=== button_press_processor_flat ===
**button_press_processor_flat: I/O nets highlighted**

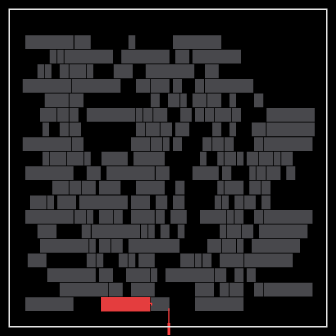

File: config.mk
export PLATFORM = sky130hd
export DESIGN_NAME = button_press_processor_flat
export DESIGN_NICKNAME = d
export VERILOG_FILES = /design/src/rtl/button_press_processor_if.sv /design/src/rtl/button_press_processor.sv /design/src/flat_wrapper.sv
export SDC_FILE = /design/constraint.sdc
export NUM_CORES = 1
export LEC_CHECK = 0
export CAP_MARGIN = 5
export CORE_MARGIN = 2
export CORE_UTILIZATION = 55
export CTS_BUF_LIST = sky130_fd_sc_hd__clkbuf_2 sky130_fd_sc_hd__clkbuf_4 sky130_fd_sc_hd__clkbuf_8
export DETAILED_ROUTE_END_ITERATION = 12
export HOLD_SLACK_MARGIN = 0.15
export PLACE_DENSITY_LB_ADDON = 0.08
export SETUP_SLACK_MARGIN = 0.2
export SLEW_MARGIN = 5
export SYNTH_ARGS = -nofsm -noshare
export SYNTH_HDL_FRONTEND = slang
export SYNTH_SLANG_ARGS = --single-unit
File: constraint.sdc
create_clock -name clk_100hz -period 5 [get_ports clk_100hz]
set_clock_uncertainty 0.1 [all_clocks]
set_input_delay 1.25 -clock clk_100hz [delete_from_list [all_inputs] [get_ports clk_100hz]]
set_output_delay 1.25 -clock clk_100hz [all_outputs]
set_load 0.02 [all_outputs]
File: src/rtl/button_press_processor_if.sv
// Push-button conditioning bundle: raw pin level toward the conditioner,
// clean level and one-cycle event strobes back toward the control FSMs.
interface button_press_processor_if;
  logic pb_in;
  logic pb_debounced;
  logic press_processed;
  logic long_press;

  modport master (
    output pb_in,
    input  pb_debounced,
    input  press_processed,
    input  long_press
  );

  modport slave (
    input  pb_in,
    output pb_debounced,
    output press_processed,
    output long_press
  );
endinterface

File: src/rtl/button_press_processor.sv
// Push-button conditioner on the 100 Hz tick: two-flop synchronizer, counter
// debouncer, and a press / long-press strobe FSM with registered outputs.
module button_press_processor #(
  parameter int DEBOUNCE_CYCLES   = 4,
  parameter int LONG_PRESS_CYCLES = 100
) (
  input  logic                     clk_100hz,
  input  logic                     rst,
  button_press_processor_if.slave  bus
);

  typedef enum logic [1:0] {
    IDLE      = 2'd0,
    PRESSED   = 2'd1,
    LONG_HELD = 2'd2
  } state_t;

  localparam logic [7:0]  DB_LAST   = 8'(DEBOUNCE_CYCLES - 1);
  localparam logic [15:0] HOLD_LAST = 16'(LONG_PRESS_CYCLES - 1);

  logic        pb_s1_r;
  logic        pb_sync_r;
  logic        pb_debounced_r;
  logic [7:0]  db_cnt_r;
  logic [15:0] hold_cnt_r;
  logic        press_processed_r;
  logic        long_press_r;
  state_t      state_r;

  logic mismatch_s;
  logic accept_s;
  logic rise_s;
  logic fall_s;

  // Level-change acceptance, shared by the debouncer and the FSM so both see the same edge.
  always_comb begin
    mismatch_s = (pb_sync_r != pb_debounced_r);
    accept_s   = mismatch_s && (db_cnt_r == DB_LAST);
    rise_s     = accept_s && !pb_debounced_r;
    fall_s     = accept_s && pb_debounced_r;
  end

  // Two-flop synchronizer for the asynchronous pin.
  always_ff @(posedge clk_100hz or posedge rst) begin
    if (rst) begin
      pb_s1_r   <= 1'b0;
      pb_sync_r <= 1'b0;
    end else begin
      pb_s1_r   <= bus.pb_in;
      pb_sync_r <= pb_s1_r;
    end
  end

  // Debounce counter: any return to the accepted level restarts the count.
  always_ff @(posedge clk_100hz or posedge rst) begin
    if (rst) begin
      db_cnt_r       <= 8'd0;
      pb_debounced_r <= 1'b0;
    end else if (!mismatch_s) begin
      db_cnt_r <= 8'd0;
    end else if (accept_s) begin
      db_cnt_r       <= 8'd0;
      pb_debounced_r <= ~pb_debounced_r;
    end else begin
      db_cnt_r <= db_cnt_r + 8'd1;
    end
  end

  // Press / long-press FSM; release wins over a coincident long-press threshold.
  always_ff @(posedge clk_100hz or posedge rst) begin
    if (rst) begin
      state_r           <= IDLE;
      hold_cnt_r        <= 16'd0;
      press_processed_r <= 1'b0;
      long_press_r      <= 1'b0;
    end else begin
      press_processed_r <= 1'b0;
      long_press_r      <= 1'b0;
      case (state_r)
        IDLE: begin
          if (rise_s) begin
            press_processed_r <= 1'b1;
            hold_cnt_r        <= 16'd0;
            state_r           <= PRESSED;
          end else begin
            state_r <= IDLE;
          end
        end
        PRESSED: begin
          if (fall_s) begin
            state_r <= IDLE;
          end else if (hold_cnt_r == HOLD_LAST) begin
            long_press_r <= 1'b1;
            state_r      <= LONG_HELD;
          end else begin
            hold_cnt_r <= hold_cnt_r + 16'd1;
          end
        end
        LONG_HELD: begin
          if (fall_s) begin
            state_r <= IDLE;
          end else begin
            state_r <= LONG_HELD;
          end
        end
        default: begin
          state_r <= IDLE;
        end
      endcase
    end
  end

  assign bus.pb_debounced    = pb_debounced_r;
  assign bus.press_processed = press_processed_r;
  assign bus.long_press      = long_press_r;

endmodule
File: src/flat_wrapper.sv
// flat-port wrapper written by rule: the top's interface ports become plain ports
module button_press_processor_flat 
#(
  parameter int DEBOUNCE_CYCLES   = 4,
  parameter int LONG_PRESS_CYCLES = 100
)
  (clk_100hz, rst, bus_pb_in, bus_pb_debounced, bus_press_processed, bus_long_press);
  button_press_processor_if bus_i ();
  input  logic clk_100hz;
  input  logic rst;
  input wire logic [$bits(bus_i.pb_in)-1:0] bus_pb_in;
  output wire logic [$bits(bus_i.pb_debounced)-1:0] bus_pb_debounced;
  output wire logic [$bits(bus_i.press_processed)-1:0] bus_press_processed;
  output wire logic [$bits(bus_i.long_press)-1:0] bus_long_press;
  assign bus_i.pb_in = bus_pb_in;
  assign bus_pb_debounced = bus_i.pb_debounced;
  assign bus_press_processed = bus_i.press_processed;
  assign bus_long_press = bus_i.long_press;
  button_press_processor #(.DEBOUNCE_CYCLES(DEBOUNCE_CYCLES), .LONG_PRESS_CYCLES(LONG_PRESS_CYCLES)) u_core (.clk_100hz(clk_100hz), .rst(rst), .bus(bus_i));
endmodule
=== serial_slice_adder ===
===== config.mk =====
export PLATFORM = sky130hd
export DESIGN_NAME = serial_slice_adder
export DESIGN_NICKNAME = d
export VERILOG_FILES = /design/src/rtl/serial_slice_adder.sv
export SDC_FILE = /design/constraint.sdc
export NUM_CORES = 1
export LEC_CHECK = 0
export ABC_CLOCK_PERIOD_IN_PS = 4400
export CORE_UTILIZATION = 35
export CTS_CLUSTER_SIZE = 16
export DETAILED_ROUTE_END_ITERATION = 8
export PLACE_DENSITY = 0.68
export SETUP_SLACK_MARGIN = 0.4
export SLEW_MARGIN = 40
export SYNTH_ARGS = -nofsm -noshare
export SYNTH_HDL_FRONTEND = slang
export SYNTH_SLANG_ARGS = --single-unit

===== constraint.sdc =====
create_clock -name clk -period 4.4 [get_ports clk]
set_clock_uncertainty 0.1 [all_clocks]
set_input_delay 0.88 -clock clk [delete_from_list [all_inputs] [get_ports clk]]
set_output_delay 0.88 -clock clk [all_outputs]
set_load 0.03 [all_outputs]

===== src/rtl/serial_slice_adder.sv =====
// serial_slice_adder: WIDTH-bit a+b+carryin computed SLICE bits per clock through a registered carry,
// with valid/ready handshakes and a signed-overflow flag.
module serial_slice_adder #(
  parameter int WIDTH = 32,
  parameter int SLICE = 4
) (
  input  logic             clk,
  input  logic             rst_n,
  input  logic             in_valid,
  output logic             in_ready,
  input  logic [WIDTH-1:0] a,
  input  logic [WIDTH-1:0] b,
  input  logic             carryin,
  output logic             out_valid,
  input  logic             out_ready,
  output logic [WIDTH-1:0] sum,
  output logic             carryout,
  output logic             overflow
);
  localparam int N  = WIDTH / SLICE;
  localparam int KW = N > 1 ? $clog2(N) : 1;
  if (SLICE < 1 || SLICE > WIDTH || WIDTH % SLICE != 0) begin : g_bad_params
    $error("serial_slice_adder: WIDTH must be a positive multiple of SLICE");
  end
  typedef enum logic [1:0] {IDLE, RUN, DONE} state_t;
  state_t           r_state, w_next;
  logic [WIDTH-1:0] r_a, r_b, r_sum;
  logic             r_c, r_cout, r_ovf;
  logic [KW-1:0]    r_k;
  logic [SLICE:0]   w_add;
  logic             w_last;
  assign w_add  = {1'b0, r_a[r_k*SLICE +: SLICE]} + {1'b0, r_b[r_k*SLICE +: SLICE]} + (SLICE+1)'(r_c);
  assign w_last = r_k == KW'(N - 1);
  assign in_ready  = r_state == IDLE;
  assign out_valid = r_state == DONE;
  assign sum       = r_sum;
  assign carryout  = r_cout;
  assign overflow  = r_ovf;
  always_comb begin
    w_next = r_state;
    w_next = r_state == IDLE ? (in_valid ? RUN : IDLE)
           : r_state == RUN  ? (w_last ? DONE : RUN)
           : (out_ready ? IDLE : DONE);
  end
  always_ff @(posedge clk or negedge rst_n)
    if (!rst_n) r_state <= IDLE;
    else        r_state <= w_next;
  // The MSB's carry-in is recovered from its operand bits and sum bit: a^b^s.
  always_ff @(posedge clk or negedge rst_n)
    if (!rst_n) begin
      r_a    <= '0;
      r_b    <= '0;
      r_c    <= 1'b0;
      r_k    <= '0;
      r_sum  <= '0;
      r_cout <= 1'b0;
      r_ovf  <= 1'b0;
    end else if (r_state == IDLE && in_valid) begin
      r_a <= a;
      r_b <= b;
      r_c <= carryin;
      r_k <= '0;
    end else if (r_state == RUN) begin
      r_sum[r_k*SLICE +: SLICE] <= w_add[SLICE-1:0];
      r_c <= w_add[SLICE];
      r_k <= r_k + 1'b1;
      if (w_last) begin
        r_cout <= w_add[SLICE];
        r_ovf  <= r_a[WIDTH-1] ^ r_b[WIDTH-1] ^ w_add[SLICE-1] ^ w_add[SLICE];
      end
    end
endmodule


=== timer_counter ===
`src/rtl/timer_counter.sv`:
```
// timer_counter
//
// Memory-mapped 32-bit down-counting timer that sits on the device side of
// the CPU/peripheral bridge in the TC window (0x7F00-0x7F0B). Software
// programs a PRESET value and a CTRL word. The timer then counts PRESET down
// to zero and raises an interrupt request, which the bridge routes to
// HWInt[0].
//
// Register map (selected by Addr[3:2]):
//   0  CTRL   rw  bit0 Enable, bits2:1 Mode, bit3 IM (interrupt mask)
//   1  PRESET rw  reload value
//   2  COUNT  ro  current count
//   3  reserved, reads 0, writes ignored
//
// Optional feature macro: TC_AUTORELOAD_EN
//   defined     : Mode 01 reloads PRESET after every interrupt (periodic).
//   not defined : Mode bits are forced to 0, so every run is one-shot.
//
// Ports:
//   clk    system clock; all state changes on the rising edge
//   reset  asynchronous, active-high; clears all state
//   Addr   bridge byte address; only Addr[3:2] is decoded
//   WE     full-word write strobe from the bridge
//   Din    write data
//   Dout   read data, combinational from Addr[3:2]
//   IRQ    interrupt request = irq_flag & CTRL.IM

module timer_counter (
    input  logic        clk,
    input  logic        reset,
    input  logic [31:0] Addr,
    input  logic        WE,
    input  logic [31:0] Din,
    output logic [31:0] Dout,
    output logic        IRQ
);

    typedef enum logic [1:0] {
        IDLE = 2'd0,
        LOAD = 2'd1,
        CNT  = 2'd2,
        INT  = 2'd3
    } state_t;

    localparam logic [1:0] SEL_CTRL   = 2'd0;
    localparam logic [1:0] SEL_PRESET = 2'd1;
    localparam logic [1:0] SEL_COUNT  = 2'd2;

    state_t      state;
    logic [3:0]  ctrl;
    logic [31:0] preset;
    logic [31:0] count;
    logic        irq_flag;

    logic [1:0]  reg_sel;
    logic        ctrl_wr;
    logic        preset_wr;
    logic [3:0]  ctrl_wr_data;

    // Word select and write strobes. COUNT and the reserved slot get no
    // strobe at all, which is how writes to them are dropped.
    assign reg_sel   = Addr[3:2];
    assign ctrl_wr   = WE && (reg_sel == SEL_CTRL);
    assign preset_wr = WE && (reg_sel == SEL_PRESET);

    // Without auto-reload support the mode field cannot hold anything but
    // one-shot. It is cleared on the way in, so software reads back 0 there.
`ifdef TC_AUTORELOAD_EN
    assign ctrl_wr_data = Din[3:0];
`else
    assign ctrl_wr_data = {Din[3], 2'b00, Din[0]};
`endif

    // Counter FSM plus the software-visible registers in one block.
    // The CPU write to CTRL comes after the FSM case on purpose. If the INT
    // state clears Enable on the same edge that software writes CTRL, the
    // later non-blocking assignment (the software value) wins.
    // PRESET is only sampled in LOAD. Rewriting it mid-run therefore only
    // affects the next run. A disabled run always goes back through LOAD,
    // so the remaining count is never resumed.
    always_ff @(posedge clk or posedge reset) begin
        if (reset) begin
            state    <= IDLE;
            ctrl     <= 4'h0;
            preset   <= 32'h0;
            count    <= 32'h0;
            irq_flag <= 1'b0;
        end else begin
            case (state)
                IDLE: begin
                    if (ctrl[0]) begin
                        state    <= LOAD;
                        irq_flag <= 1'b0;
                    end
                end
                LOAD: begin
                    count <= preset;
                    state <= CNT;
                end
                CNT: begin
                    // A PRESET of 0 falls into the "<= 1" branch straight
                    // away, so it behaves exactly like a PRESET of 1.
                    if (!ctrl[0]) begin
                        state <= IDLE;
                    end else if (count > 32'd1) begin
                        count <= count - 32'd1;
                    end else begin
                        count    <= 32'h0;
                        irq_flag <= 1'b1;
                        state    <= INT;
                    end
                end
                INT: begin
`ifdef TC_AUTORELOAD_EN
                    // Auto-reload leaves Enable set, so IDLE reloads at once
                    // and the flag is only a single-cycle pulse.
                    if (ctrl[2:1] == 2'b01) begin
                        irq_flag <= 1'b0;
                    end else begin
                        ctrl[0] <= 1'b0;
                    end
`else
                    ctrl[0] <= 1'b0;
`endif
                    state <= IDLE;
                end
                default: begin
                    state <= IDLE;
                end
            endcase

            if (ctrl_wr) begin
                ctrl <= ctrl_wr_data;
            end
            if (preset_wr) begin
                preset <= Din;
            end
        end
    end

    // Zero-latency read mux. Unused CTRL bits and the reserved word read 0.
    always_comb begin
        Dout = 32'h0;
        case (reg_sel)
            SEL_CTRL:   Dout = {28'h0, ctrl};
            SEL_PRESET: Dout = preset;
            SEL_COUNT:  Dout = count;
            default:    Dout = 32'h0;
        endcase
    end

    // IM only gates the output. The flag stays pending underneath, so
    // unmasking later re-exposes it.
    assign IRQ = irq_flag & ctrl[3];

endmodule

```
`config.mk`:
```
export PLATFORM = sky130hd
export DESIGN_NAME = timer_counter
export DESIGN_NICKNAME = d
export VERILOG_FILES = /design/src/rtl/timer_counter.sv
export SDC_FILE = /design/constraint.sdc
export NUM_CORES = 1
export LEC_CHECK = 0
export CAP_MARGIN = 5
export CORE_UTILIZATION = 54
export DETAILED_ROUTE_END_ITERATION = 12
export PLACE_DENSITY_LB_ADDON = 0.1
export RECOVER_POWER = 50
export SLEW_MARGIN = 10
export SYNTH_ARGS = -nofsm -noshare
export SYNTH_HDL_FRONTEND = slang
export SYNTH_SLANG_ARGS = --single-unit
```
`constraint.sdc`:
```
create_clock -name clk -period 6 [get_ports clk]
set_input_delay 1.2 -clock clk [delete_from_list [all_inputs] [get_ports clk]]
set_output_delay 1.2 -clock clk [all_outputs]
set_load 0.05 [all_outputs]
```
=== csr_trap_unit ===
==> config.mk <==
export PLATFORM = sky130hd
export DESIGN_NAME = csr_trap_unit
export DESIGN_NICKNAME = d
export VERILOG_FILES = /design/src/rtl/csr_trap_unit.sv
export SDC_FILE = /design/constraint.sdc
export NUM_CORES = 1
export LEC_CHECK = 0
export ABC_AREA = 1
export CAP_MARGIN = 20
export CORE_UTILIZATION = 42
export CTS_CLUSTER_DIAMETER = 40
export DETAILED_ROUTE_END_ITERATION = 10
export GPL_ROUTABILITY_DRIVEN = 0
export SYNTH_ARGS = -nofsm -noshare
export SYNTH_HDL_FRONTEND = slang
export SYNTH_SLANG_ARGS = --single-unit
export TNS_END_PERCENT = 100
==> constraint.sdc <==
create_clock -name clk -period 2.6 [get_ports clk]
set_input_delay 0.52 -clock clk [delete_from_list [all_inputs] [get_ports clk]]
set_output_delay 0.52 -clock clk [all_outputs]
set_load 0.02 [all_outputs]
==> src/rtl/csr_trap_unit.sv <==
// Machine-mode CSR file and trap controller for the RV32I pipeline.
// Handles CSR access, illegal/interrupt traps, mret and the 64-bit cycle counter.
module csr_trap_unit #(
    parameter logic [31:0] RESET_MTVEC = 32'h0000_0000,
    parameter int          SYNC_STAGES = 2
) (
    input  logic        clk,
    input  logic        rst_n,
    input  logic        instr_valid,
    input  logic        stall,
    input  logic [31:0] pc,
    input  logic        csr_we,
    input  logic        csr_wdata_sel,
    input  logic [1:0]  csr_wdata_op,
    input  logic        csr_src_zero,
    input  logic [11:0] csr_addr,
    input  logic [31:0] rs1_data,
    input  logic [4:0]  zimm,
    input  logic        invalid_instruction,
    input  logic        is_mret,
    input  logic        irq_ext,
    input  logic        irq_timer,
    output logic [31:0] csr_rdata,
    output logic        redirect,
    output logic [31:0] redirect_pc,
    output logic        flush
);

    localparam logic [11:0] A_MSTATUS  = 12'h300;
    localparam logic [11:0] A_MIE      = 12'h304;
    localparam logic [11:0] A_MTVEC    = 12'h305;
    localparam logic [11:0] A_MSCRATCH = 12'h340;
    localparam logic [11:0] A_MEPC     = 12'h341;
    localparam logic [11:0] A_MCAUSE   = 12'h342;
    localparam logic [11:0] A_MIP      = 12'h344;
    localparam logic [11:0] A_MCYCLE   = 12'hB00;
    localparam logic [11:0] A_MCYCLEH  = 12'hB80;

    logic                   st_mie_q, st_mie_d;
    logic                   st_mpie_q, st_mpie_d;
    logic                   ie_mtie_q, ie_mtie_d;
    logic                   ie_meie_q, ie_meie_d;
    logic [31:0]            mtvec_q, mtvec_d;
    logic [31:0]            mscratch_q, mscratch_d;
    logic [31:0]            mepc_q, mepc_d;
    logic [31:0]            mcause_q, mcause_d;
    logic [63:0]            mcycle_q, mcycle_d;
    logic [SYNC_STAGES-1:0] sync_q, sync_d;

    logic        meip_s;
    logic        exc;
    logic        ext_pend;
    logic        tmr_pend;
    logic        int_pend;
    logic        take_trap;
    logic        do_mret;
    logic        we_eff;
    logic [31:0] src;
    logic [31:0] wnew;

    assign meip_s   = sync_q[SYNC_STAGES-1];
    assign exc      = instr_valid & invalid_instruction;
    assign ext_pend = ie_meie_q & meip_s;
    assign tmr_pend = ie_mtie_q & irq_timer;
    assign int_pend = instr_valid & st_mie_q & (ext_pend | tmr_pend);
    assign take_trap = !stall & (exc | int_pend);
    assign do_mret   = !stall & instr_valid & is_mret & !exc & !int_pend;

    // Set/clear with a zero source and the reserved op never write.
    assign we_eff = instr_valid & csr_we & !stall & !take_trap
                  & !((csr_wdata_op != 2'd0) & csr_src_zero)
                  & (csr_wdata_op != 2'd3);

    assign redirect    = rst_n & (take_trap | do_mret);
    assign flush       = redirect;
    assign redirect_pc = take_trap ? mtvec_q : mepc_q;

    always_comb begin
        csr_rdata = 32'h0;
        case (csr_addr)
            A_MSTATUS:  csr_rdata = {24'h0, st_mpie_q, 3'b0, st_mie_q, 3'b0};
            A_MIE:      csr_rdata = {20'h0, ie_meie_q, 3'b0, ie_mtie_q, 7'b0};
            A_MTVEC:    csr_rdata = mtvec_q;
            A_MSCRATCH: csr_rdata = mscratch_q;
            A_MEPC:     csr_rdata = mepc_q;
            A_MCAUSE:   csr_rdata = mcause_q;
            A_MIP:      csr_rdata = {20'h0, meip_s, 3'b0, irq_timer, 7'b0};
            A_MCYCLE:   csr_rdata = mcycle_q[31:0];
            A_MCYCLEH:  csr_rdata = mcycle_q[63:32];
            default:    csr_rdata = 32'h0;
        endcase
    end

    always_comb begin
        src  = csr_wdata_sel ? {27'h0, zimm} : rs1_data;
        wnew = csr_rdata;
        case (csr_wdata_op)
            2'd0:    wnew = src;
            2'd1:    wnew = csr_rdata | src;
            2'd2:    wnew = csr_rdata & ~src;
            default: wnew = csr_rdata;
        endcase
    end

    always_comb begin
        st_mie_d   = st_mie_q;
        st_mpie_d  = st_mpie_q;
        ie_mtie_d  = ie_mtie_q;
        ie_meie_d  = ie_meie_q;
        mtvec_d    = mtvec_q;
        mscratch_d = mscratch_q;
        mepc_d     = mepc_q;
        mcause_d   = mcause_q;
        mcycle_d   = mcycle_q + 64'd1;
        sync_d     = {sync_q[SYNC_STAGES-2:0], irq_ext};
        if (we_eff) begin
            case (csr_addr)
                A_MSTATUS: begin
                    st_mie_d  = wnew[3];
                    st_mpie_d = wnew[7];
                end
                A_MIE: begin
                    ie_mtie_d = wnew[7];
                    ie_meie_d = wnew[11];
                end
                A_MTVEC:    mtvec_d    = wnew & 32'hFFFF_FFFC;
                A_MSCRATCH: mscratch_d = wnew;
                A_MEPC:     mepc_d     = wnew & 32'hFFFF_FFFC;
                A_MCAUSE:   mcause_d   = wnew;
                A_MCYCLE:   mcycle_d   = {mcycle_q[63:32], wnew};
                A_MCYCLEH:  mcycle_d   = {wnew, mcycle_q[31:0]};
                default: ;
            endcase
        end
        if (take_trap) begin
            mepc_d    = pc & 32'hFFFF_FFFC;
            mcause_d  = exc      ? 32'd2 :
                        ext_pend ? 32'h8000_000B : 32'h8000_0007;
            st_mpie_d = st_mie_q;
            st_mie_d  = 1'b0;
        end else if (do_mret) begin
            st_mie_d  = st_mpie_q;
            st_mpie_d = 1'b1;
        end
    end

    always_ff @(posedge clk) begin
        if (!rst_n) begin
            st_mie_q   <= 1'b0;
            st_mpie_q  <= 1'b0;
            ie_mtie_q  <= 1'b0;
            ie_meie_q  <= 1'b0;
            mtvec_q    <= RESET_MTVEC & 32'hFFFF_FFFC;
            mscratch_q <= 32'h0;
            mepc_q     <= 32'h0;
            mcause_q   <= 32'h0;
            mcycle_q   <= 64'h0;
            sync_q     <= '0;
        end else begin
            st_mie_q   <= st_mie_d;
            st_mpie_q  <= st_mpie_d;
            ie_mtie_q  <= ie_mtie_d;
            ie_meie_q  <= ie_meie_d;
            mtvec_q    <= mtvec_d;
            mscratch_q <= mscratch_d;
            mepc_q     <= mepc_d;
            mcause_q   <= mcause_d;
            mcycle_q   <= mcycle_d;
            sync_q     <= sync_d;
        end
    end

endmodule

=== ps2_host_tx ===
`config.mk`:
```
export PLATFORM = sky130hd
export DESIGN_NAME = ps2_host_tx
export DESIGN_NICKNAME = d
export VERILOG_FILES = /design/src/rtl/ps2_host_tx.sv
export SDC_FILE = /design/constraint.sdc
export NUM_CORES = 1
export LEC_CHECK = 0
export ABC_AREA = 1
export ABC_CLOCK_PERIOD_IN_PS = 4350
export CAP_MARGIN = 20
export CORE_ASPECT_RATIO = 1.4
export CORE_UTILIZATION = 41
export DETAILED_ROUTE_END_ITERATION = 8
export DONT_BUFFER_PORTS = 1
export PLACE_DENSITY = 0.64
export SYNTH_ARGS = -nofsm -noshare
export SYNTH_HDL_FRONTEND = slang
export SYNTH_SLANG_ARGS = --single-unit
```
`constraint.sdc`:
```
create_clock -name CLK_CPU -period 4.35 [get_ports CLK_CPU]
set_input_delay 0.87 -clock CLK_CPU [delete_from_list [all_inputs] [get_ports CLK_CPU]]
set_output_delay 0.87 -clock CLK_CPU [all_outputs]
set_load 0.02 [all_outputs]
```
`src/rtl/ps2_host_tx.sv`:
```
// PS/2 host-to-device transmitter: inhibits the clock, issues a request-to-send,
// shifts out one byte plus parity and stop, then checks the device ACK.
module ps2_host_tx #(
    parameter int unsigned INHIBIT_CYCLES = 60,
    parameter int unsigned TIMEOUT_CYCLES = 7500
) (
    input  logic       CLK_CPU,
    input  logic       resetn,
    input  logic [7:0] tx_data,
    input  logic       tx_valid,
    output logic       tx_ready,
    output logic       tx_done,
    output logic       tx_error,
    output logic       busy,
    input  logic       keyboard_clock,
    input  logic       keyboard_data,
    output logic       keyboard_clock_oe,
    output logic       keyboard_data_oe
);

    localparam int IW = $clog2(INHIBIT_CYCLES + 1);
    localparam int CW = $clog2(TIMEOUT_CYCLES + 1);

    typedef enum logic [2:0] {
        S_IDLE,
        S_INHIBIT,
        S_REQ,
        S_SHIFT,
        S_ACK,
        S_WAIT
    } state_t;

    state_t      state_q;
    logic [IW-1:0] inh_q;
    logic [CW-1:0] to_q;
    logic [3:0]  n_q;
    logic [9:0]  frame_q;
    logic        ready_q;
    logic        busy_q;
    logic        done_q;
    logic        err_q;
    logic        coe_q;
    logic        doe_q;

    logic        kclk_s1_q;
    logic        kclk_s2_q;
    logic        kclk_prev_q;
    logic        kdat_s1_q;
    logic        kdat_s2_q;
    logic        fe;
    logic        timed;

    // Synchronizers reset to the idle (released) line level so no edge is seen at reset.
    always_ff @(posedge CLK_CPU or negedge resetn) begin
        if (!resetn) begin
            kclk_s1_q   <= 1'b1;
            kclk_s2_q   <= 1'b1;
            kclk_prev_q <= 1'b1;
            kdat_s1_q   <= 1'b1;
            kdat_s2_q   <= 1'b1;
        end else begin
            kclk_s1_q   <= keyboard_clock;
            kclk_s2_q   <= kclk_s1_q;
            kclk_prev_q <= kclk_s2_q;
            kdat_s1_q   <= keyboard_data;
            kdat_s2_q   <= kdat_s1_q;
        end
    end

    assign fe    = kclk_prev_q & ~kclk_s2_q;
    assign timed = (state_q == S_REQ) || (state_q == S_SHIFT) ||
                   (state_q == S_ACK);

    always_ff @(posedge CLK_CPU or negedge resetn) begin
        if (!resetn) begin
            state_q <= S_IDLE;
            inh_q   <= '0;
            to_q    <= '0;
            n_q     <= '0;
            frame_q <= '0;
            ready_q <= 1'b1;
            busy_q  <= 1'b0;
            done_q  <= 1'b0;
            err_q   <= 1'b0;
            coe_q   <= 1'b0;
            doe_q   <= 1'b0;
        end else begin
            done_q <= 1'b0;
            err_q  <= 1'b0;
            unique case (state_q)
                S_IDLE: begin
                    if (!ready_q) begin
                        ready_q <= 1'b1;
                    end else if (tx_valid) begin
                        frame_q <= {1'b1, ~^tx_data, tx_data};
                        inh_q   <= '0;
                        coe_q   <= 1'b1;
                        doe_q   <= (INHIBIT_CYCLES == 1);
                        ready_q <= 1'b0;
                        busy_q  <= 1'b1;
                        state_q <= S_INHIBIT;
                    end
                end
                S_INHIBIT: begin
                    inh_q <= inh_q + 1'b1;
                    if (32'(inh_q) + 32'd2 == INHIBIT_CYCLES) begin
                        doe_q <= 1'b1;
                    end
                    if (32'(inh_q) + 32'd1 >= INHIBIT_CYCLES) begin
                        coe_q   <= 1'b0;
                        to_q    <= '0;
                        state_q <= S_REQ;
                    end
                end
                S_REQ: begin
                    n_q     <= '0;
                    state_q <= S_SHIFT;
                end
                S_SHIFT: begin
                    if (fe) begin
                        doe_q   <= ~frame_q[0];
                        frame_q <= frame_q >> 1;
                        n_q     <= n_q + 1'b1;
                        if (n_q == 4'd9) begin
                            state_q <= S_ACK;
                        end
                    end
                end
                S_ACK: begin
                    if (fe) begin
                        if (kdat_s2_q) begin
                            err_q <= 1'b1;
                        end else begin
                            done_q <= 1'b1;
                        end
                        state_q <= S_WAIT;
                    end
                end
                S_WAIT: begin
                    if (kclk_s2_q && kdat_s2_q) begin
                        ready_q <= 1'b1;
                        busy_q  <= 1'b0;
                        state_q <= S_IDLE;
                    end
                end
                default: state_q <= S_IDLE;
            endcase

            // Watchdog on device clocking; a hit aborts and overrides the case above.
            if (timed) begin
                if (fe) begin
                    to_q <= '0;
                end else if (to_q == CW'(TIMEOUT_CYCLES - 1)) begin
                    err_q   <= 1'b1;
                    coe_q   <= 1'b0;
                    doe_q   <= 1'b0;
                    busy_q  <= 1'b0;
                    state_q <= S_IDLE;
                end else begin
                    to_q <= to_q + 1'b1;
                end
            end
        end
    end

    assign tx_ready          = ready_q;
    assign tx_done           = done_q;
    assign tx_error          = err_q;
    assign busy              = busy_q;
    assign keyboard_clock_oe = coe_q;
    assign keyboard_data_oe  = doe_q;

endmodule

```

## Gallery

Placement density heat map.
Plate I
The die is cut into 7 by 10 equal tiles; black is low, pale yellow is high, 0 to 100% covered.
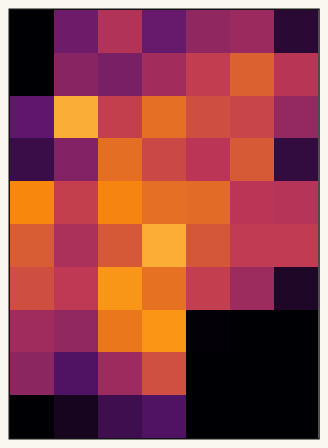
Plate II
The die is cut into 9 by 9 equal tiles; black is low, pale yellow is high, 0 to 100% covered.
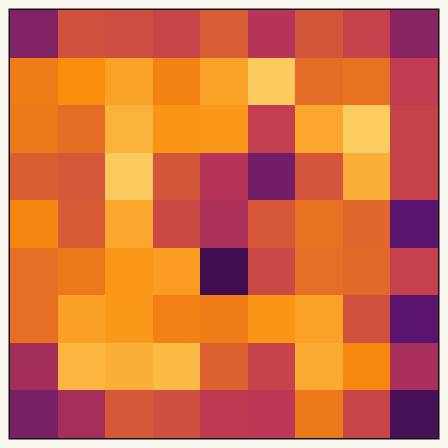
Plate III
The die is cut into 12 by 12 equal tiles; black is low, pale yellow is high, 0 to 100% covered.
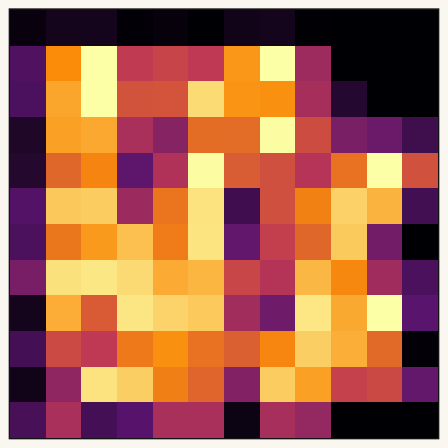
Plate IV
The die is cut into 18 by 18 equal tiles; black is low, pale yellow is high, 0 to 100% covered.
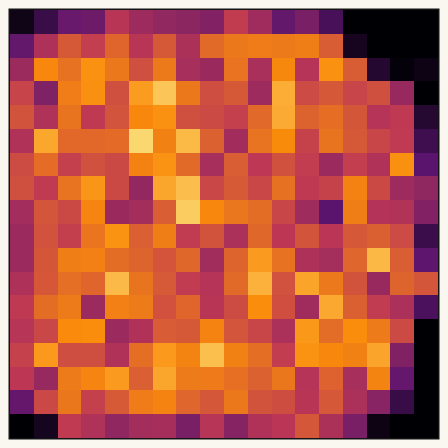
Plate V
The die is cut into 12 by 12 equal tiles; black is low, pale yellow is high, 0 to 100% covered.
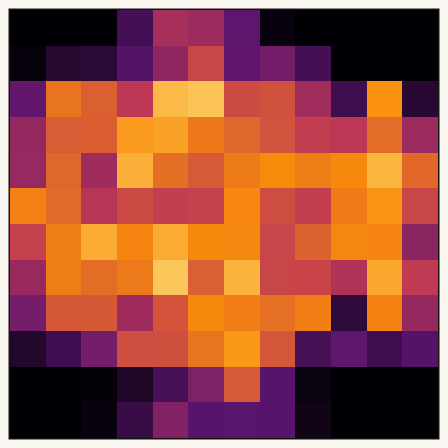
| picture | from |
|---|---|
| Plate I | ps2_host_tx |
| Plate V | serial_slice_adder |
| Plate II | timer_counter |
| Plate III | button_press_processor_flat |
| Plate IV | csr_trap_unit |

**serial_slice_adder: logic cells by family**

Scale bar: 20 microns.
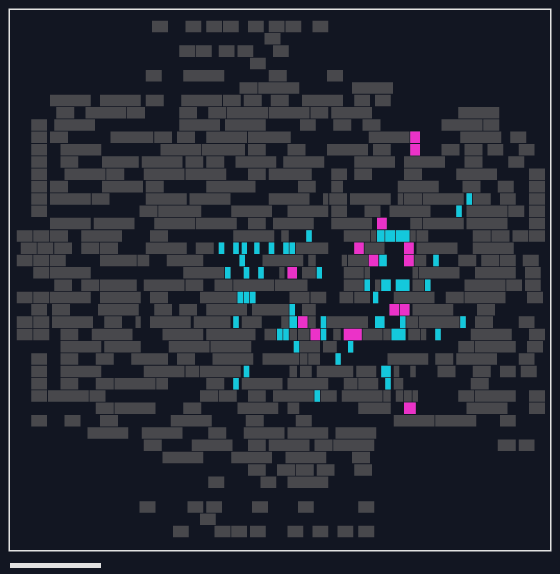
- cyan: NAND gates (cells 48)
- magenta: AND and OR gates (cells 14)

==> Slide: Implementation Results, serial_slice_adder <==
Synthesis and Place & Route Summary

Outcome
  • Status: finished clean

Place
  • Placed Area: 0.00603 sq mm
  • DP HPWL: roughly 7900 microns

Timing
  • Final Hold Fails: 0

Critical path
  • Worst r2r dst: sum[11]$_DFFE_PN0P_
  • CP Max Fanout: 10
  • CP Cell Sequence: buf_6, mux4_1, nand2_1, nand2_1, fa_1, and3_1, o21ai_0, nand2_1, o31ai_1
  • Crit path largest cell delay: 570 ps
  • CP Data Arrival Time: between 3000 and 4000 ps
  • CP endpoint kind: flop
  • CP delay by family, top: AND-OR/OR-AND gates

Logic synthesis
  • Post-synthesis cell count: about 340
  • Ys cells: ~340
  • Post-Synthesis Net Count: around 420
  • FF+latch count, synth: between 100 and 150

Floorplan
  • Core Density at Floorplan: between 30% and 40%
  • FP Rows: 42

CTS
  • Postcts setup bufs: 0
  • Clk sinks: between 100 and 150

Layout
  • Non-Filler Instances: 627

Pwr
  • Top Consumer: combinational cells
  • P_seq: 1680 uW
  • Internal: about 3200 uW

Drt
  • Vias/cell: 4.99
  • Total wire length: 10,600 microns
serial_slice_adder: layer usage:
| layer | wire (microns) | vias to the layer above |
|---|---|---|
| met4 | 102 | 0 |
| met1 | 4760 | 1574 |
| met2 | 5160 | 95 |
| met3 | 525 | 12 |
| li1 | - | 1449 |
| met5 | 0 | - |
serial_slice_adder: layout make-up:
type                    instances  area (sq um)
flip-flops and latches        104          2600
multi-input cells             216          2100
fillers                      1197          7000
repair buffers                109          1100
well taps                     176           220
inverters                       7          26.3
clock inverters                 5          81.3
clock buffers                  10           229
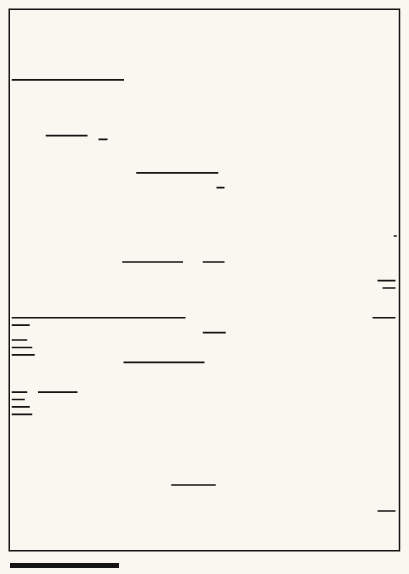
**Above:** ps2_host_tx (met3 routing).
Scale bar: 20 microns.
- longest straight run: 31.5 microns
- share of all routed wire: 3.0%
- main direction: horizontal
M3 GR Usage: 3.07%
total wire length: 5300 microns
via count: 2,183

==> Slide: Implementation Results, ps2_host_tx <==
Synthesis and Place & Route Summary

Drt
  • Highest Signal Layer: met4

Layout
  • Post-Route Utilization: a little under half
  • Share of layout cells above drive strength 1: roughly an eighth
  • Combinational Area: between 0.001 and 0.0015 sq mm
  • Clk cell area share: 2.96%
  • Dominant kind of cell by area: combinational gates
  • Ant. Diodes: 0
  • Largest register by flop count: to_q
  • Max FFs per register: 13
  • Non-clock inverters: roughly 44

Global route
  • Total grt overflow: 0
  • First-pass GRT wire length: between 9000 and 10,000 microns
  • GR peak layer: met2
  • Met2 usage: 30.2%

Logic synthesis
  • Top non-seq family: simple AND/OR/NAND/NOR gates
  • Most frequent cells after synthesis: nand2_1 (78), dfrtp_1 (41), inv_1 (39), nand3_1 (32), nor2_1 (30)
  • EDFF count, synth: 0
  • Xor/xnor share: roughly 3.5%
  • Cell area leaders: dfrtp_1 (37%), nand2_1 (11%), nand3_1 (5.8%)
  • Adder Share, Synth: 2.73%
  • Yosys simple share: 30.5%

Outcome
  • Status: finished clean

Place
  • Input/output buffers: 0

CTS
  • Clock Path Buffers: 2
  • CTS tree: yes
  • CTS Root Cell: clkbuf_8

Pwr
  • Comb. pwr: 653 uW
  • Power Clock: roughly 260 uW
  • P_sw: approximately 710 uW
  • Sw Share: between 40% and 50%

Min path
  • Worst hold path type: in2async

Floorplan
  • Tap cells: just over 70
==> ps2_host_tx: worst max-delay path, stage by stage (launching register included) <==
cell and delay [ps]:
dfstp_2 560, inv_1 50, nand2_2 300, inv_1 250, o21ai_1 330, o21ai_0 130, nor2_1 100
==> ps2_host_tx: through the flow <==
step | setup slack, ps | instances | area [sq um] | hold slack [ps]
finish | 2550 | 415 | 2870 | 258
global route | 2410 | 415 | 2870 | 242
CTS | 2530 | 415 | 2870 | 245
detailed placement | 2560 | 407 | 2790 | 349
global placement | 2600 | 407 | 2790 | 346
floorplan | 2700 | 340 | 2750 | 345
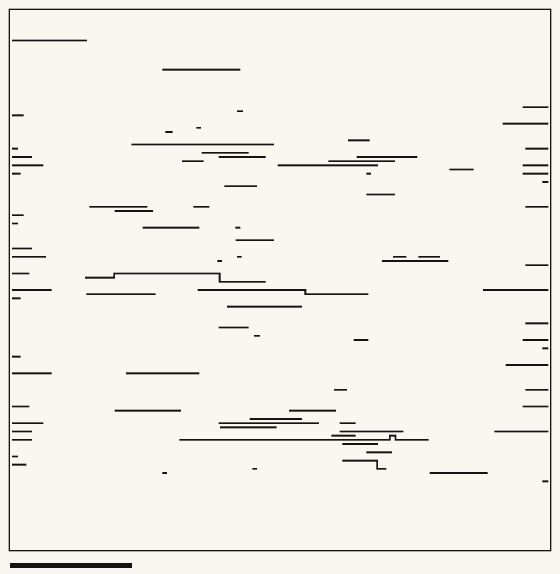
**Above:** timer_counter (met3 routing).
Scale bar: 20 microns.
- wire length on this layer: 536 microns
- longest straight run: 34.3 microns
- share of all routed wire: 5.0%

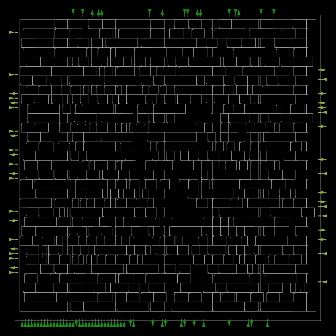
**Above:** timer_counter (placed standard cells).
Seq area share: 34.8%
Flops: 69

==> Slide: Implementation Results, timer_counter <==
Synthesis and Place & Route Summary

Timing
  • Post-route minimum period: between 5000 and 6000 ps
  • Final setup margin: 918 ps
  • Slew Viols, Final: approximately 110
  • Share of the cycle needed by the critical path after routing: between 80 and 90%
  • Final Hold Fails: 0
  • RSZ-0062 raised after global routing: false

Critical path
  • Reg2Reg Launch Point: state[0]$_DFFE_PP0P_
  • CP delay by family, top: buffers and inverters
  • CP startpoint: Addr[2]

CTS
  • Post_cts resized: 0
  • Postcts setup bufs: 0

Global route
  • Largest net degree at the start of global routing: approximately 70
  • M3 GR Usage: about 4.3%
  • Initial antenna violation count: 0

Logic synthesis
  • Post-synthesis async set-or-reset flop share: 100%
  • Top non-seq family: AND-OR/OR-AND gates
  • Post-synthesis compound-gate area fraction: a little over a fifth
  • Post-Synthesis Net Count: around 470
  • Yosys cell types: approximately 51
  • Syn Std Cell Area: about 0.0040 sq mm

Outcome
  • Violated checks: max-capacitance violations, max-slew violations
  • Status: finished, violations left

Drt
  • Met3 wire length: between 500 and 600 microns
  • Post-route ant nets: 0
  • Number of DRC markers in iteration 0: approximately 320
  • Vias/cell: approximately 6.5

Floorplan
  • Ports: 100
  • Die area: roughly 0.0078 sq mm

Layout
  • Number of clock buffers in the layout: 12
  • Non-Filler Instances: ~570
  • Nets: roughly 530

Pwr
  • Maximum vdd drop: between 200 and 250 uV

Place
  • Worst slack, placed: 988 ps
  • Cells after DPL: about 550

Job
  • Max Cap Viol: 2
timer_counter: cells in the mapped netlist (7+ instances only):
cell type | instances | area (sq um)
o31ai_1 | 9 | 67.6
dfrtp_1 | 69 | 1730
nand4_1 | 16 | 100
a32oi_1 | 10 | 87.6
nor4_1 | 10 | 62.6
inv_1 | 14 | 52.6
a21oi_1 | 7 | 35.0
clkbuf_1 | 23 | 86.3
nor3_1 | 17 | 85.1
nand2_1 | 23 | 86.3
a22o_1 | 30 | 263
a31oi_1 | 11 | 68.8
nor2_1 | 20 | 75.1
nand3_1 | 11 | 55.1
mux2_2 | 33 | 372
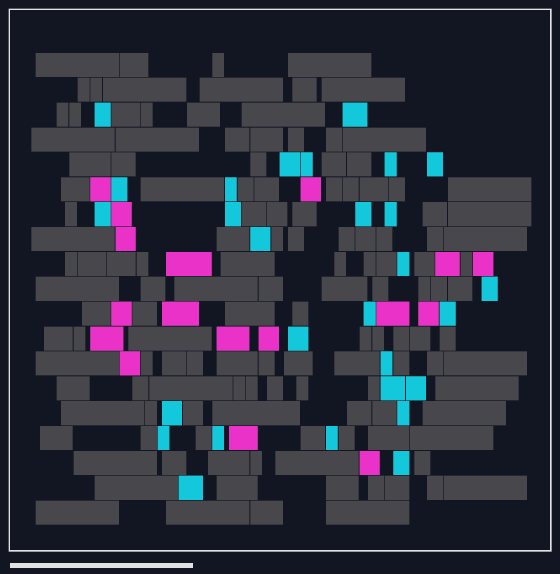
**Above:** button_press_processor_flat (logic cells by family).
Scale bar: 20 microns.
- cyan: NAND gates (cells 28)
- magenta: AND and OR gates (cells 17)
Non-Filler Instances: 210
fraction of area in multi-input gates: 46.1%
most frequent logic cell in the layout: dfrtp_1

About 'I/O nets highlighted' of button_press_processor_flat:
- red: bus_press_processed (bits 1; direction output; edge bottom; end cells 1; buffers 1; wire 3.70 microns)

==> Slide: Implementation Results, button_press_processor_flat <==
Synthesis and Place & Route Summary

Logic synthesis
  • Top non-seq family: simple AND/OR/NAND/NOR gates
  • EDFF count, synth: 0

Layout
  • Comb_multi_in: ~130
  • Biggest regs: u_core.hold_cnt_r: 16 flops, u_core.db_cnt_r: 8 flops, u_core.state_r: 2 flops
  • Flops: 31
  • Max FFs per register: 16
  • Post-Route Utilization: between 60% and 70%

Global route
  • GR peak layer: met2

Drt
  • WL met2: around 1600 microns
  • Via count: about 1,300

Timing
  • Final TNS setup: 0 ps

Floorplan
  • Core Density at Floorplan: between 50% and 60%

Critical path
  • CP required: a little over 5000 ps

Outcome
  • Status: finished clean

Place
  • Final GP Congestion: 0.826

CTS
  • Htree depth: 2
-- button_press_processor_flat: metrics by stage --
| step | instance area (sq um) | std cells | setup WS [ps] | hold slack [ps] |
|---|---|---|---|---|
| 2_1_floorplan | 1670 | 172 | 2630 | 231 |
| 3_3_place_gp | 1720 | 202 | 2280 | 243 |
| 3_5_place_dp | 1720 | 202 | 2090 | 246 |
| 4_1_cts | 1800 | 210 | 2060 | 269 |
| 5_1_grt | 1800 | 210 | 1780 | 274 |
| 6_report | 1800 | 210 | 2070 | 262 |
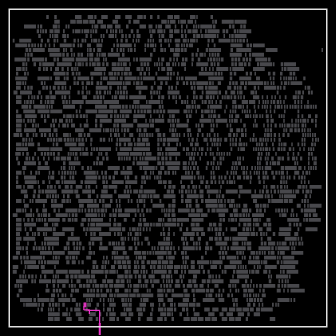
**Above:** csr_trap_unit (I/O nets highlighted).
- magenta: flush (bits 1; direction output; edge bottom; end cells 1; buffers 1; wire 23.2 microns)
Ports: 160
input/output buffers: 155

==> Slide: Implementation Results, csr_trap_unit <==
Synthesis and Place & Route Summary

Logic synthesis
  • Post-synthesis async set-or-reset flop share: 0%
  • Post-synthesis cell count: between 2,000 and 2,500
  • Adder Share, Synth: less than 1%
  • Yosys simple share: between 30 and 40%
  • FF+latch count, synth: approximately 190
  • Dominant cell area share: 28.5%

Layout
  • Max FFs per register: 64
  • Share of layout cells above drive strength 1: between 10% and 20%
  • Top Layout Cells: nand2_1 (569), inv_1 (276), a21oi_1 (240)
  • Post-Route Utilization: between 50% and 60%

Drt
  • Post-DR wirelength/cell: between 20 and 25 microns
  • Vias/cell: ~5.7

Outcome
  • Status: finished clean

Critical path
  • Reg2Reg Launch Point: mcycle_q[5]$_SDFFE_PN0P_
  • CP bufs+invs: 6
  • CP Max Fanout: 8

CTS
  • Clock transition at path regs: about 70 ps
  • CTS tree: yes
  • Hold buffers post-CTS: 0

Place
  • Worst slack, placed: -842 ps

Timing
  • Share of the cycle needed by the critical path after routing: 99.7%

Job
  • OpenROAD warning count: 30

Pwr
  • Logic pwr share: 13.4%

Floorplan
  • Core Density at Floorplan: a little over two fifths
csr_trap_unit: routing by layer:
metal,vias to the layer above,track usage (%),wire [microns]
li1,8199,-,-
met2,1117,55.4,26500
met3,137,9.34,7980
met1,8006,52.9,26500
met4,2,13.7,2180
met5,-,1.93,87
csr_trap_unit: layout make-up:
class | instances | share of cell area [%]
Clock buffer | 18 | 2.34
Clock inverter | 14 | 0.765
Inverter | 308 | 6.41
Multi-Input combinational cell | 1703 | 45.3
Sequential cell | 194 | 21.2
Tap cell | 402 | 2.75
Timing Repair Buffer | 422 | 21.3

=== led_bin2seg ===
**led_bin2seg: met3 routing**

Scale bar: 20 microns.
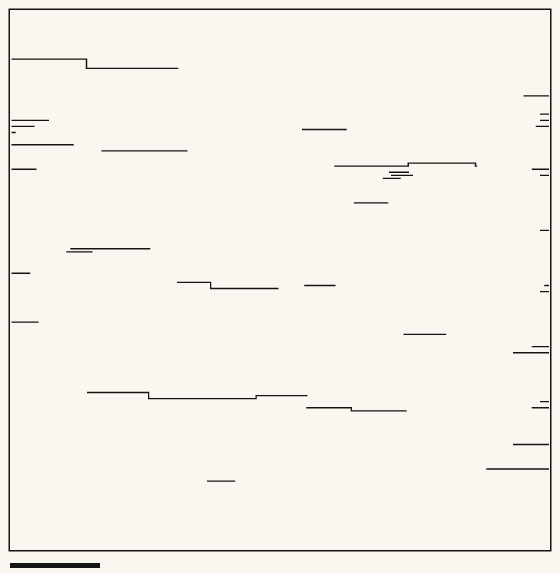
--- src/rtl/led_bin2seg.sv ---
// Binary -> BCD (iterative double-dabble) -> 7-segment patterns; result BIN_W+1 cycles after accept.
// in_ready only in IDLE; in_valid while busy is ignored, nothing queued; led_out held between updates.
module led_bin2seg #(
    parameter int   NUM          = 4,
    parameter int   BIN_W        = 14,
    parameter logic VALID_SIGNAL = 1'b0,
    parameter int   BLANK_LZ     = 1
) (
    input  logic               clk,
    input  logic               rst,
    input  logic               in_valid,
    output logic               in_ready,
    input  logic [BIN_W-1:0]   in_data,
    input  logic [NUM-1:0]     in_dp,
    output logic [NUM*8-1:0]   led_out,
    output logic               busy,
    output logic               done,
    output logic               ovf
);

    localparam int               CNT_W   = $clog2(BIN_W + 1);
    localparam logic [CNT_W-1:0] CNT_END = CNT_W'(BIN_W - 1);
    localparam logic [BIN_W-1:0] MAX_VAL = BIN_W'(10**NUM - 1);
    localparam logic [7:0]       INV     = {8{~VALID_SIGNAL}};

    typedef enum logic [1:0] {IDLE, SHIFT, ENCODE} state_t;

    state_t             state_q, state_d;
    logic [BIN_W-1:0]   bin_q, bin_d;
    logic [NUM*4-1:0]   bcd_q, bcd_d;
    logic [CNT_W-1:0]   cnt_q, cnt_d;
    logic [NUM-1:0]     dp_q, dp_d;
    logic               ovf_pend_q, ovf_pend_d;
    logic [NUM*8-1:0]   led_q, led_d;
    logic               done_q, done_d;
    logic               ovf_q, ovf_d;

    logic [NUM*4-1:0]   bcd_adj;
    logic [NUM*8-1:0]   enc;
    logic [3:0]         nib;
    logic [7:0]         pat;
    logic               lz;

    function automatic logic [7:0] seg7(input logic [3:0] d);
        case (d)
            4'd0:    seg7 = 8'h3F;
            4'd1:    seg7 = 8'h06;
            4'd2:    seg7 = 8'h5B;
            4'd3:    seg7 = 8'h4F;
            4'd4:    seg7 = 8'h66;
            4'd5:    seg7 = 8'h6D;
            4'd6:    seg7 = 8'h7D;
            4'd7:    seg7 = 8'h07;
            4'd8:    seg7 = 8'h7F;
            4'd9:    seg7 = 8'h6F;
            default: seg7 = 8'h40;
        endcase
    endfunction

    // Double-dabble correction applied before each shift.
    always_comb begin
        bcd_adj = bcd_q;
        for (int i = 0; i < NUM; i++) begin
            if (bcd_q[4*i +: 4] >= 4'd5)
                bcd_adj[4*i +: 4] = bcd_q[4*i +: 4] + 4'd3;
        end
    end

    // Scan from the most significant digit so lz tracks "this and all higher digits are zero".
    always_comb begin
        lz  = 1'b1;
        nib = '0;
        pat = '0;
        enc = '0;
        for (int i = NUM - 1; i >= 0; i--) begin
            nib    = bcd_q[4*i +: 4];
            lz     = lz && (nib == 4'd0);
            pat    = ((BLANK_LZ != 0) && lz && (i > 0)) ? 8'h00 : seg7(nib);
            pat[7] = dp_q[i];
            if (ovf_pend_q)
                pat = 8'h40;
            enc[8*i +: 8] = pat ^ INV;
        end
    end

    always_comb begin
        state_d    = state_q;
        bin_d      = bin_q;
        bcd_d      = bcd_q;
        cnt_d      = cnt_q;
        dp_d       = dp_q;
        ovf_pend_d = ovf_pend_q;
        led_d      = led_q;
        ovf_d      = ovf_q;
        done_d     = (state_q == ENCODE);
        case (state_q)
            IDLE: begin
                if (in_valid) begin
                    bin_d      = in_data;
                    dp_d       = in_dp;
                    ovf_pend_d = (in_data > MAX_VAL);
                    bcd_d      = '0;
                    cnt_d      = '0;
                    state_d    = SHIFT;
                end
            end
            SHIFT: begin
                {bcd_d, bin_d} = {bcd_adj[NUM*4-2:0], bin_q, 1'b0};
                cnt_d          = cnt_q + CNT_W'(1);
                if (cnt_q == CNT_END)
                    state_d = ENCODE;
            end
            ENCODE: begin
                led_d   = enc;
                ovf_d   = ovf_pend_q;
                state_d = IDLE;
            end
            default: state_d = IDLE;
        endcase
    end

    always_ff @(posedge clk or posedge rst) begin
        if (rst) begin
            state_q    <= IDLE;
            bin_q      <= '0;
            bcd_q      <= '0;
            cnt_q      <= '0;
            dp_q       <= '0;
            ovf_pend_q <= 1'b0;
            led_q      <= {NUM{INV}};
            done_q     <= 1'b0;
            ovf_q      <= 1'b0;
        end else begin
            state_q    <= state_d;
            bin_q      <= bin_d;
            bcd_q      <= bcd_d;
            cnt_q      <= cnt_d;
            dp_q       <= dp_d;
            ovf_pend_q <= ovf_pend_d;
            led_q      <= led_d;
            done_q     <= done_d;
            ovf_q      <= ovf_d;
        end
    end

    assign in_ready = (state_q == IDLE);
    assign busy     = (state_q != IDLE);
    assign led_out  = led_q;
    assign done     = done_q;
    assign ovf      = ovf_q;

endmodule

--- config.mk ---
export PLATFORM = sky130hd
export DESIGN_NAME = led_bin2seg
export DESIGN_NICKNAME = d
export VERILOG_FILES = /design/src/rtl/led_bin2seg.sv
export SDC_FILE = /design/constraint.sdc
export NUM_CORES = 1
export LEC_CHECK = 0
export ABC_AREA = 1
export CORE_MARGIN = 1.5
export CORE_UTILIZATION = 30
export CTS_CLUSTER_DIAMETER = 200
export DETAILED_ROUTE_END_ITERATION = 8
export GPL_TIMING_DRIVEN = 0
export PLACE_DENSITY_LB_ADDON = 0.08
export RECOVER_POWER = 100
export SETUP_SLACK_MARGIN = 0.2
export SLEW_MARGIN = 30
export SYNTH_ARGS = -nofsm -noshare
export SYNTH_HDL_FRONTEND = slang
export SYNTH_SLANG_ARGS = --single-unit
--- constraint.sdc ---
create_clock -name clk -period 2.3 [get_ports clk]
set_input_delay 0.46 -clock clk [delete_from_list [all_inputs] [get_ports clk]]
set_output_delay 0.46 -clock clk [all_outputs]
set_load 0.005 [all_outputs]
==> Slide: Implementation Results <==
Synthesis and Place & Route Summary

Outcome
  • Status: finished clean

Floorplan
  • Core Density at Floorplan: ~31%

Pwr
  • P_sw: about 2900 uW
  • Cell Pwr Density: ~1400 mW/mm^2
  • Logic pwr share: between 40 and 50%

Critical path
  • Critical path depth: 3
  • CP Data Arrival Time: roughly 1500 ps
  • CP bufs+invs: 2
  • CP endpoint: busy
  • CP required: 1840 ps
  • CP delay by family, top: buffers and inverters

Logic synthesis
  • Post-synthesis cell count: just over 500
  • Adder Share, Synth: under 10%
  • Ys cells: ~510
  • Yosys warning tally: 0
  • Syn Std Cell Area: 0.00411 sq mm
  • Top non-seq family: simple AND/OR/NAND/NOR gates
  • FF+latch count, synth: roughly 75

Layout
  • Non-Filler Instances: approximately 760
  • Fillers: around 1,400
  • Top Layout Cells: nand2_1 (132), nor2_1 (68), inv_1 (48)

Drt
  • Met3 wire length: between 300 and 400 microns
  • WL met2: ~4800 microns
  • Met1 WL: around 5000 microns
  • Post-route ant nets: 0

Job
  • OpenROAD warning count: 43

Timing
  • Slew Viols, Final: 0
  • Post-route minimum period: around 2000 ps
  • Setup violators final: 0

CTS
  • Htree depth: 3
  • Latency at later pin: between 300 and 400 ps

Min path
  • Hold path start: dp_q[0]$_DFFE_PP0P_

Global route
  • Vias in the first global route: 3,318
  • GR peak layer: met2
## Picture notes: 'met3 routing' of led_bin2seg
- share of all routed wire: 3.6%
- main direction: horizontal
- longest straight run: 23.9 microns
- nets with wire on the layer: 32
- wire length on this layer: 362 microns

-- flip-flops by register name, indices dropped and copies added, names as in the netlist --
register / count
done: 1
ovf_pend_q: 1
bcd_q: 16
bin_q: 14
led_out: 32
dp_q: 4
ovf: 1
state_q: 2
cnt_q: 4
-- final cells by class --
type | count | area [sq um] | area share [%]
buffer | 19 | 104 | 2.01
clock inverter | 1 | 5.00 | 0.0968
timing repair buffer | 59 | 604 | 11.7
sequential | 75 | 1920 | 37.1
tap | 176 | 220 | 4.26
inverter | 51 | 193 | 3.73
clock buffer | 15 | 299 | 5.78
multi-input combinational | 360 | 1830 | 35.4


## Gallery

Met3 routing.
shot_01.png
Scale bar: 20 microns.
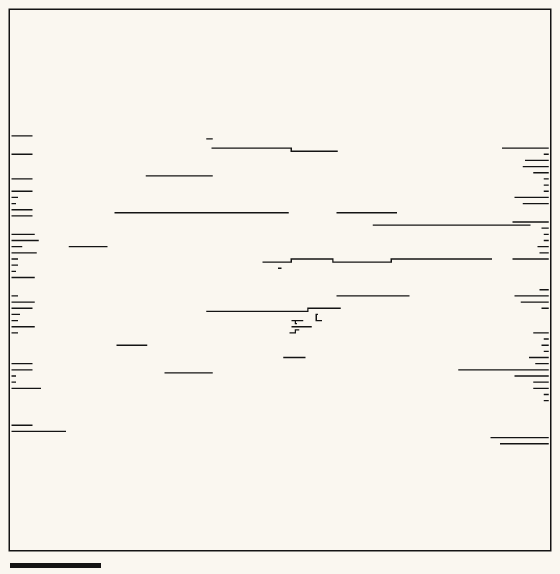
shot_02.png
Scale bar: 50 microns.
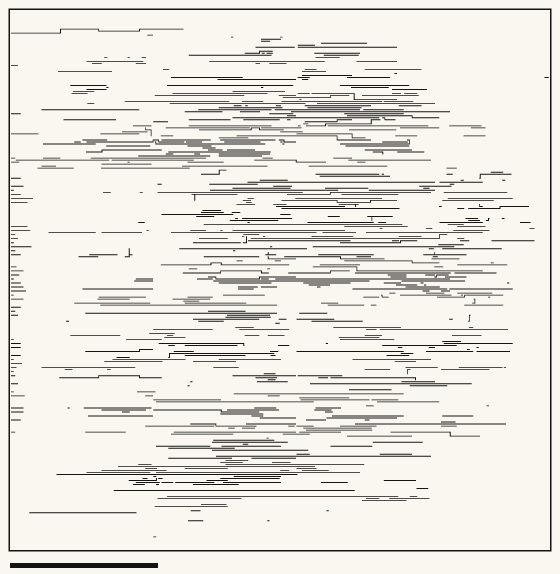
shot_03.png
Scale bar: 20 microns.
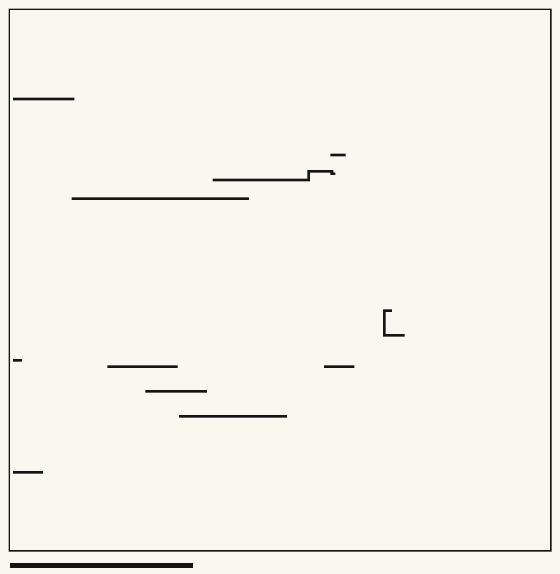
shot_03.png is button_press_processor_flat.
shot_02.png is csr_trap_unit.
shot_01.png is serial_slice_adder.
Of these, smallest die: shot_03.png
Of these, largest die: shot_02.png

Key to shot_01.png:
- wire length on this layer: 526 microns
- longest straight run: 38.2 microns
- nets with wire on the layer: 75

Power is estimated from default activity; no workload was simulated.
